# ---- blake2_stream_io ----
<file path="src/rtl/blake2_stream_io.sv">
// rtl/blake2_stream_io.sv - W-byte command/data stream front end for the BLAKE2 core
module blake2_stream_io #(
    parameter int W           = 1,
    parameter int BLOCK_BYTES = 64,
    parameter int LL_BYTES    = 8,
    localparam int BEATS      = BLOCK_BYTES / W,
    localparam int IDX_W      = (BEATS > 1) ? $clog2(BEATS) : 1,
    localparam int NB_W       = $clog2(W) + 1,
    localparam int BB_W       = $clog2(BLOCK_BYTES) + 1,
    localparam int TT_W       = 8 * LL_BYTES,
    localparam int CFG_BYTES  = 2 + LL_BYTES,
    localparam int CB_W       = $clog2(CFG_BYTES) + 1
) (
    input  logic              clk,
    input  logic              nreset,
    input  logic              en_i,
    input  logic              valid_i,
    output logic              ready_o,
    input  logic [1:0]        cmd_i,
    input  logic [8*W-1:0]    data_i,
    input  logic [NB_W-1:0]   nbytes_i,
    input  logic              core_ready_i,
    input  logic              core_ack_i,
    output logic [5:0]        kk_o,
    output logic [5:0]        nn_o,
    output logic [TT_W-1:0]   ll_o,
    output logic              data_v_o,
    output logic [8*W-1:0]    data_o,
    output logic [IDX_W-1:0]  data_idx_o,
    output logic              block_done_o,
    output logic              block_first_o,
    output logic              block_last_o,
    output logic [BB_W-1:0]   blk_bytes_o,
    output logic [TT_W-1:0]   tt_o,
    output logic              err_o
);

    localparam logic [1:0] CMD_CONF  = 2'd0;
    localparam logic [1:0] CMD_START = 2'd1;
    localparam logic [1:0] CMD_DATA  = 2'd2;
    localparam logic [1:0] CMD_LAST  = 2'd3;

    typedef enum logic [1:0] {S_IDLE, S_DATA, S_HOLD} state_t;

    state_t           state;
    logic             en_q;
    logic [CB_W-1:0]  cfg_beat;
    logic [IDX_W-1:0] wr_idx;
    logic             acc;
    logic             is_payload;
    logic [NB_W-1:0]  n_eff;
    logic [8*W-1:0]   beat_data;
    logic [5:0]       kk_n;
    logic [5:0]       nn_n;
    logic [TT_W-1:0]  ll_n;
    int               cfg_base;

    assign ready_o    = en_q & core_ready_i & (state != S_HOLD);
    assign acc        = valid_i & ready_o;
    assign is_payload = (cmd_i == CMD_DATA) || (cmd_i == CMD_LAST);
    assign cfg_base   = int'(cfg_beat) * W;

    // Config bytes are addressed linearly across beats; anything past ll is dropped.
    always_comb begin
        kk_n = kk_o;
        nn_n = nn_o;
        ll_n = ll_o;
        for (int j = 0; j < W; j++) begin
            if (cfg_base + j == 0)
                kk_n = data_i[8*j +: 6];
            else if (cfg_base + j == 1)
                nn_n = data_i[8*j +: 6];
            else if (cfg_base + j < CFG_BYTES)
                ll_n[8*(cfg_base + j - 2) +: 8] = data_i[8*j +: 8];
        end
    end

    // Partial LAST beats are zero-padded above the valid lanes.
    always_comb begin
        n_eff     = (int'(nbytes_i) > W) ? NB_W'(W) : nbytes_i;
        beat_data = data_i;
        if (cmd_i == CMD_LAST) begin
            for (int j = 0; j < W; j++) begin
                if (j >= int'(n_eff))
                    beat_data[8*j +: 8] = 8'h00;
            end
        end
    end

    always_ff @(posedge clk) begin
        if (!nreset) begin
            state         <= S_IDLE;
            en_q          <= 1'b0;
            cfg_beat      <= '0;
            wr_idx        <= '0;
            kk_o          <= '0;
            nn_o          <= '0;
            ll_o          <= '0;
            data_v_o      <= 1'b0;
            data_o        <= '0;
            data_idx_o    <= '0;
            block_done_o  <= 1'b0;
            block_first_o <= 1'b0;
            block_last_o  <= 1'b0;
            blk_bytes_o   <= '0;
            tt_o          <= '0;
            err_o         <= 1'b0;
        end else begin
            en_q         <= en_i;
            data_v_o     <= 1'b0;
            block_done_o <= 1'b0;

            if (acc) begin
                if (cmd_i == CMD_CONF) begin
                    if (state == S_IDLE) begin
                        kk_o <= kk_n;
                        nn_o <= nn_n;
                        ll_o <= ll_n;
                        if (cfg_beat != '1)
                            cfg_beat <= cfg_beat + 1'b1;
                    end else begin
                        err_o <= 1'b1;
                    end
                end else begin
                    cfg_beat <= '0;
                end
            end

            case (state)
                S_IDLE: begin
                    if (acc && cmd_i == CMD_START) begin
                        state         <= S_DATA;
                        block_first_o <= 1'b1;
                        block_last_o  <= 1'b0;
                        tt_o          <= TT_W'(W);
                        blk_bytes_o   <= BB_W'(W);
                        wr_idx        <= IDX_W'(1);
                        data_v_o      <= 1'b1;
                        data_o        <= beat_data;
                        data_idx_o    <= '0;
                    end else if (acc && is_payload) begin
                        err_o <= 1'b1;
                    end
                end
                S_DATA: begin
                    if (acc && is_payload) begin
                        data_v_o   <= 1'b1;
                        data_o     <= beat_data;
                        data_idx_o <= wr_idx;
                        if (cmd_i == CMD_LAST) begin
                            blk_bytes_o  <= blk_bytes_o + BB_W'(n_eff);
                            tt_o         <= tt_o + TT_W'(n_eff);
                            block_last_o <= 1'b1;
                        end else begin
                            blk_bytes_o <= blk_bytes_o + BB_W'(W);
                            tt_o        <= tt_o + TT_W'(W);
                        end
                        // wr_idx parks at the final slot so it never leaves 0..BEATS-1.
                        if (cmd_i == CMD_LAST || wr_idx == IDX_W'(BEATS - 1)) begin
                            state        <= S_HOLD;
                            block_done_o <= 1'b1;
                        end else begin
                            wr_idx <= wr_idx + 1'b1;
                        end
                    end else if (acc && cmd_i == CMD_START) begin
                        err_o <= 1'b1;
                    end
                end
                S_HOLD: begin
                    if (core_ack_i) begin
                        wr_idx        <= '0;
                        blk_bytes_o   <= '0;
                        block_first_o <= 1'b0;
                        if (block_last_o) begin
                            state        <= S_IDLE;
                            block_last_o <= 1'b0;
                        end else begin
                            state <= S_DATA;
                        end
                    end
                end
                default: state <= S_IDLE;
            endcase
        end
    end

endmodule

</file>
<file path="config.mk">
export PLATFORM = sky130hd
export DESIGN_NAME = blake2_stream_io
export DESIGN_NICKNAME = d
export VERILOG_FILES = /design/src/rtl/blake2_stream_io.sv
export SDC_FILE = /design/constraint.sdc
export NUM_CORES = 1
export LEC_CHECK = 0
export ABC_AREA = 1
export ABC_CLOCK_PERIOD_IN_PS = 5400
export CORE_UTILIZATION = 35
export CTS_BUF_LIST = sky130_fd_sc_hd__clkbuf_8
export CTS_CLUSTER_DIAMETER = 120
export DETAILED_ROUTE_END_ITERATION = 8
export PLACE_DENSITY = 0.66
export RECOVER_POWER = 25
export SLEW_MARGIN = 5
export SYNTH_ARGS = -nofsm -noshare
export SYNTH_HDL_FRONTEND = slang
export SYNTH_SLANG_ARGS = --single-unit
</file>
<file path="constraint.sdc">
create_clock -name clk -period 5.4 [get_ports clk]
set_clock_uncertainty 0.1 [all_clocks]
set_input_delay 0.54 -clock clk [delete_from_list [all_inputs] [get_ports clk]]
set_output_delay 0.54 -clock clk [all_outputs]
set_load 0.05 [all_outputs]
</file>
# ---- br_seq ----
### src/rtl/br_seq.sv
// Control-flow sequencer for BR, JMP/RET and JSR/JSRR: owns the PC, requests
// branch-enable evaluation and drives the register-file read/R7 write ports.
module br_seq #(
    parameter logic [15:0] PC_RESET = 16'h3000
) (
    input  logic        Clk,
    input  logic        Reset,
    input  logic        Start,
    input  logic [15:0] IR,
    input  logic        Ben,
    input  logic [15:0] BaseR_Val,
    output logic        Load_BEN,
    output logic [2:0]  Rd_Sel,
    output logic        R7_Wr,
    output logic [15:0] R7_Data,
    output logic [15:0] PC,
    output logic        Busy,
    output logic        Done,
    output logic        Illegal
);

    typedef enum logic [2:0] {
        IDLE,
        BEN_LD,
        BR_EVAL,
        JMP_RD,
        JSR_SAVE,
        JSR_JUMP,
        DONE
    } state_t;

    state_t      r_state;
    logic [11:0] r_ir;
    logic [15:0] r_pc;
    logic [15:0] r_target;
    logic        r_load_ben;
    logic [2:0]  r_rd_sel;
    logic        r_r7_wr;
    logic        r_done;
    logic        r_illegal;

    logic [15:0] w_br_off;
    logic [15:0] w_jsr_off;

    assign w_br_off  = {{7{r_ir[8]}}, r_ir[8:0]};
    assign w_jsr_off = {{5{r_ir[10]}}, r_ir[10:0]};

    // Strobes are registered: they are set on the edge that enters the state
    // they belong to, so they are high for exactly the cycle spent there.
    always_ff @(posedge Clk) begin
        if (Reset) begin
            r_state    <= IDLE;
            r_ir       <= '0;
            r_pc       <= PC_RESET;
            r_target   <= '0;
            r_load_ben <= 1'b0;
            r_rd_sel   <= 3'd0;
            r_r7_wr    <= 1'b0;
            r_done     <= 1'b0;
            r_illegal  <= 1'b0;
        end else begin
            r_load_ben <= 1'b0;
            r_rd_sel   <= 3'd0;
            r_r7_wr    <= 1'b0;
            r_done     <= 1'b0;
            r_illegal  <= 1'b0;
            case (r_state)
                IDLE: begin
                    if (Start) begin
                        r_ir <= IR[11:0];
                        r_pc <= r_pc + 16'd1;
                        case (IR[15:12])
                            4'b0000: begin
                                r_state    <= BEN_LD;
                                r_load_ben <= 1'b1;
                            end
                            4'b1100: begin
                                r_state  <= JMP_RD;
                                r_rd_sel <= IR[8:6];
                            end
                            4'b0100: begin
                                r_state  <= JSR_SAVE;
                                r_rd_sel <= IR[8:6];
                                r_r7_wr  <= 1'b1;
                            end
                            default: begin
                                r_illegal <= 1'b1;
                                r_done    <= 1'b1;
                            end
                        endcase
                    end
                end
                BEN_LD: r_state <= BR_EVAL;
                BR_EVAL: begin
                    if (Ben)
                        r_pc <= r_pc + w_br_off;
                    r_state <= DONE;
                    r_done  <= 1'b1;
                end
                JMP_RD: begin
                    r_pc    <= BaseR_Val;
                    r_state <= DONE;
                    r_done  <= 1'b1;
                end
                JSR_SAVE: begin
                    // BaseR_Val still holds the pre-write R7 here, which JSRR R7 relies on
                    r_target <= BaseR_Val;
                    r_state  <= JSR_JUMP;
                end
                JSR_JUMP: begin
                    r_pc    <= r_ir[11] ? (r_pc + w_jsr_off) : r_target;
                    r_state <= DONE;
                    r_done  <= 1'b1;
                end
                DONE:    r_state <= IDLE;
                default: r_state <= IDLE;
            endcase
        end
    end

    assign Load_BEN = r_load_ben;
    assign Rd_Sel   = r_rd_sel;
    assign R7_Wr    = r_r7_wr;
    assign R7_Data  = r_pc;
    assign PC       = r_pc;
    assign Busy     = (r_state != IDLE);
    assign Done     = r_done;
    assign Illegal  = r_illegal;

endmodule

### config.mk
export PLATFORM = sky130hd
export DESIGN_NAME = br_seq
export DESIGN_NICKNAME = d
export VERILOG_FILES = /design/src/rtl/br_seq.sv
export SDC_FILE = /design/constraint.sdc
export NUM_CORES = 1
export LEC_CHECK = 0
export ABC_CLOCK_PERIOD_IN_PS = 2640
export CAP_MARGIN = 20
export CORE_MARGIN = 4
export CORE_UTILIZATION = 48
export DETAILED_ROUTE_END_ITERATION = 8
export PLACE_DENSITY = 0.79
export REMOVE_ABC_BUFFERS = 1
export SYNTH_ARGS = -nofsm -noshare
export SYNTH_HDL_FRONTEND = slang
export SYNTH_SLANG_ARGS = --single-unit
### constraint.sdc
create_clock -name Clk -period 2.64 [get_ports Clk]
set_input_delay 0.528 -clock Clk [delete_from_list [all_inputs] [get_ports Clk]]
set_output_delay 0.528 -clock Clk [all_outputs]
set_load 0.05 [all_outputs]

==> notes/layouts.md <==
Pictures saved along the way, in no particular order.

Track usage over the die.
image #1
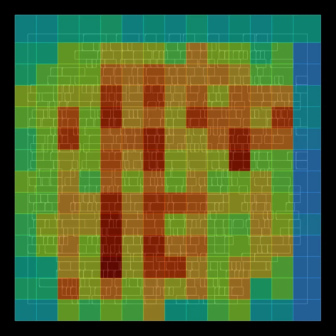
image #2
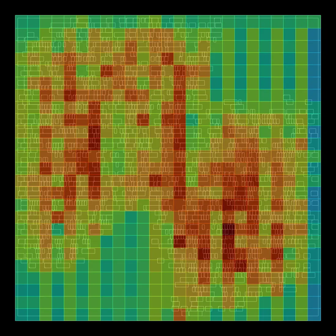
Image #2 is blake2_stream_io.
Image #1 is br_seq.
- highest utilization: image #1
- most wire per cell: image #1

==> blake2_stream_io/io_placement.png <==
Scale: 1.5 px per micron. Pins as bars across the die edge, other pins in grey.
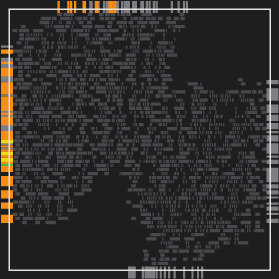
block_first_o -> green  # pins 1, direction output, edge left
nn_o -> yellow  # pins 6, direction output, edge left
ll_o -> orange  # pins 64, direction output, edge 52 left, 12 top
Die Span X: 172.9 microns
die extent in y: 172.9 microns
number of port buffers: 183

==> PnR_summary.wiki, blake2_stream_io <==
== Run summary ==
{| class="wikitable"
! Metric !! Value
|-
| Outcome || finished with violations
|-
| Violations in the final reports || capacitance limit, slew limit
|-
| Cell count after placement || 2,139
|-
| Dominant register cell || sky130_fd_sc_hd__dfxtp_1
|-
| Post-route DRC || 0
|-
| Cell breakdown of the critical path || inv_1, ha_1, inv_1, nand2_1, nand2_2, inv_2, nand3_2, or2_2, ha_1, nor3_1, nand2_1, nor2_1, inv_1, nor2_2, nand3_2, nor2_4, nand2_1, nand2_1, nor2_1
|-
| Synthesis-to-layout area growth || 24.15%
|-
| Ant diodes || 0
|-
| Maxcap violations || 2
|-
| Share of synthesized area occupied by flip-flops and latches || 35.23%
|-
| Level count of the clock H-tree || 4
|-
| Register area || 0.003603 sq mm
|-
| Worst reg2reg path endpoint || ll_o[61]
|-
| CTS buffer count || 17
|-
| Static Leak || 0.005211 uW
|-
| Final weighted congestion of routability-driven global placement || 0.9236
|-
| Met3 GRT Util || 4.705%
|-
| GRT Overall Usage || 21.71%
|-
| Biggest area consumer among cell classes || logic gates
|-
| Peak supply drop || 0.1633 mV
|-
| Clock share of power || 32.6%
|-
| Final WS setup || 1954 ps
|-
| Number of ordinary inverters in the final layout || 195
|-
| Chip area || 0.02991 sq mm
|-
| Half-perimeter wire length of the detailed placement result || 24,070 microns
|-
| Yosys Chip Area || 0.01023 sq mm
|-
| Met2 global-route usage || 36.22%
|-
| Pins Over Slew Limit || 92
|-
| Register bit total from synthesis || 180
|-
| Global routing's busiest layer || met2
|-
| Area of the multi-input gates || 0.005619 sq mm
|-
| Cell Area, Synth || 0.01023 sq mm
|-
| Via count of the first global-routing pass || 10,020
|-
| Hold Worst Slack || 366.0 ps
|-
| Post-Route WL || 32,490 microns
|-
| R2R setup slack || 1950 ps
|}
-- blake2_stream_io: logic make-up (layout without fill, tap and decap cells) --
| group | count (synthesis) | count (layout) | share of synthesized area [%] |
|---|---|---|---|
| adders and majority gates | 24 | 24 | 2.936 |
| xor gates and xnor gates | 7 | 7 | 0.5995 |
| and+or+nand+nor | 1016 | 1016 | 43.49 |
| buffers and inverters | 246 | 417 | 9.885 |
| AOI/OAI and AO/OA | 143 | 143 | 7.854 |
| DFF | 180 | 180 | 35.23 |
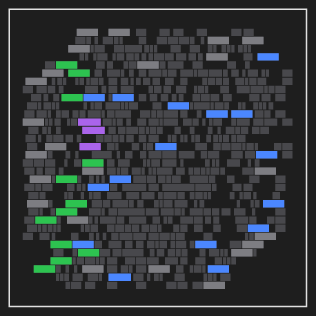
(br_seq/flops_by_reg.png)
Scale: 3 px per micron. Other sequential cells in the stronger grey, the rest of the logic in the fainter grey.
PC -> blue  # placed flops 16
r_state -> purple  # placed flops 3
r_ir -> green  # placed flops 12
not coloured = 23
register area: 0.001085 sq mm
sequential logic power: 896 uW
register share of the cell area: 20.97%
post-layout utilization of the core: 65.93%

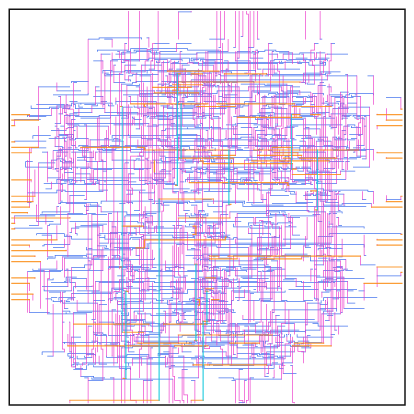
(br_seq/wires.png)
Scale: 4 px per micron.
metal 1 -> blue  # wire length 5,540 microns
metal 3 -> orange  # wire length 858 microns
metal 4 -> cyan  # wire length 259 microns
metal 2 -> magenta  # wire length 5,620 microns
Vias: 4,164
drt wl/cell: 17.65 microns
Post-Route WL: 12,280 microns
GRT Overall Usage: 24.12%

==> PnR_summary.wiki, br_seq <==
== Run summary ==
{| class="wikitable"
! Metric !! Value
|-
| Outcome || finished clean
|-
| Final clock period utilization by the worst path || 98.24%
|-
| Io pins || 76
|-
| Clk_skew || 11.13 ps
|-
| RSZ-0062 raised after global routing || yes
|-
| Type of element launching the critical path || register
|-
| Number of nets with antenna violations after detailed routing || 0
|-
| Maximum fanout encountered on the critical timing path || 5
|-
| Transition time at the pin with the least slew margin || 752.3 ps
|-
| Top cells by area || sky130_fd_sc_hd__dfxtp_1 (27%), sky130_fd_sc_hd__ha_1 (7.9%), sky130_fd_sc_hd__nand2_1 (7.8%), sky130_fd_sc_hd__a21oi_1 (6.4%), sky130_fd_sc_hd__nor2_1 (3.5%)
|-
| Power attributed to the clock group || 583 uW
|-
| Die extent in y || 98.59 microns
|-
| Level count of the clock H-tree || 2
|-
| Dominant register cell || sky130_fd_sc_hd__dfxtp_1
|-
| Post-CTS setup buffers || 1
|-
| Top metal layer carrying routed signals || met4
|-
| Number of hold violations in the final report || 0
|-
| Area share, top type || 27.45%
|-
| Iteration count of the initial detailed-routing pass || 7
|-
| Min Tclk post-route || 2593 ps
|-
| Share of power burned in registers || 39.2%
|-
| Number of antenna violations at the first check in global routing || 0
|-
| Final WS setup || 46.52 ps
|-
| Number of warning messages in the logs || 26
|-
| Top logic cell by instance count in the layout || sky130_fd_sc_hd__nand2_1
|-
| Fmax || 0.3856 GHz
|-
| Ant diodes || 0
|-
| Critical-path cell with the highest stage delay || sky130_fd_sc_hd__fa_2
|-
| Clock Path Buffers || 2
|-
| Design internal power || 1466 uW
|-
| Number of port buffers || 75
|-
| Switching component of the power || 820.3 uW
|}
-- br_seq: layout make-up --
cell class / count / area, sq um
sequential: 54 / 1085
inverter: 15 / 57.56
timing repair buffer: 119 / 1087
tap: 102 / 127.6
clock buffer: 6 / 72.57
multi-input combinational: 398 / 2706
clock inverter: 2 / 37.54
fill: 676 / 2674
-- br_seq: worst reg2reg max path, delay by kind of cell, from the launching register on --
family	cells	cell delay, ps
flip-flops	1	350
adder cells (fa/ha/maj)	2	550
AND-OR/OR-AND	6	930
AND/OR/NAND/NOR	3	640


==> gallery <==
I/O nets highlighted.
picture 1
Scale: 2 px per micron.
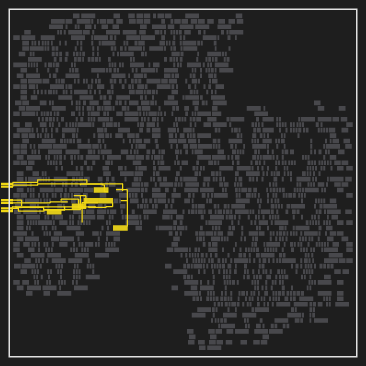
picture 2
Scale: 4 px per micron.
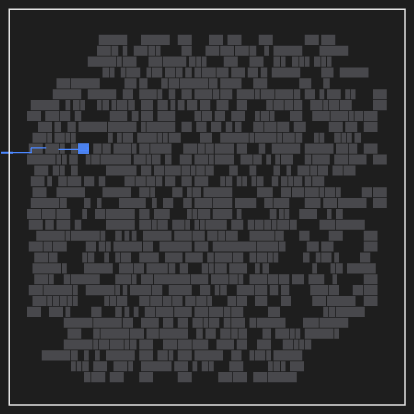
| from | picture |
|---|---|
| blake2_stream_io | picture 1 |
| br_seq | picture 2 |
Of these, most cells: picture 1
Of these, largest die: picture 1

Key to picture 1:
nn_o -> yellow  # direction output, end cells 6, buffers 6, wire 360 microns

Power is estimated from default activity; no workload was simulated.
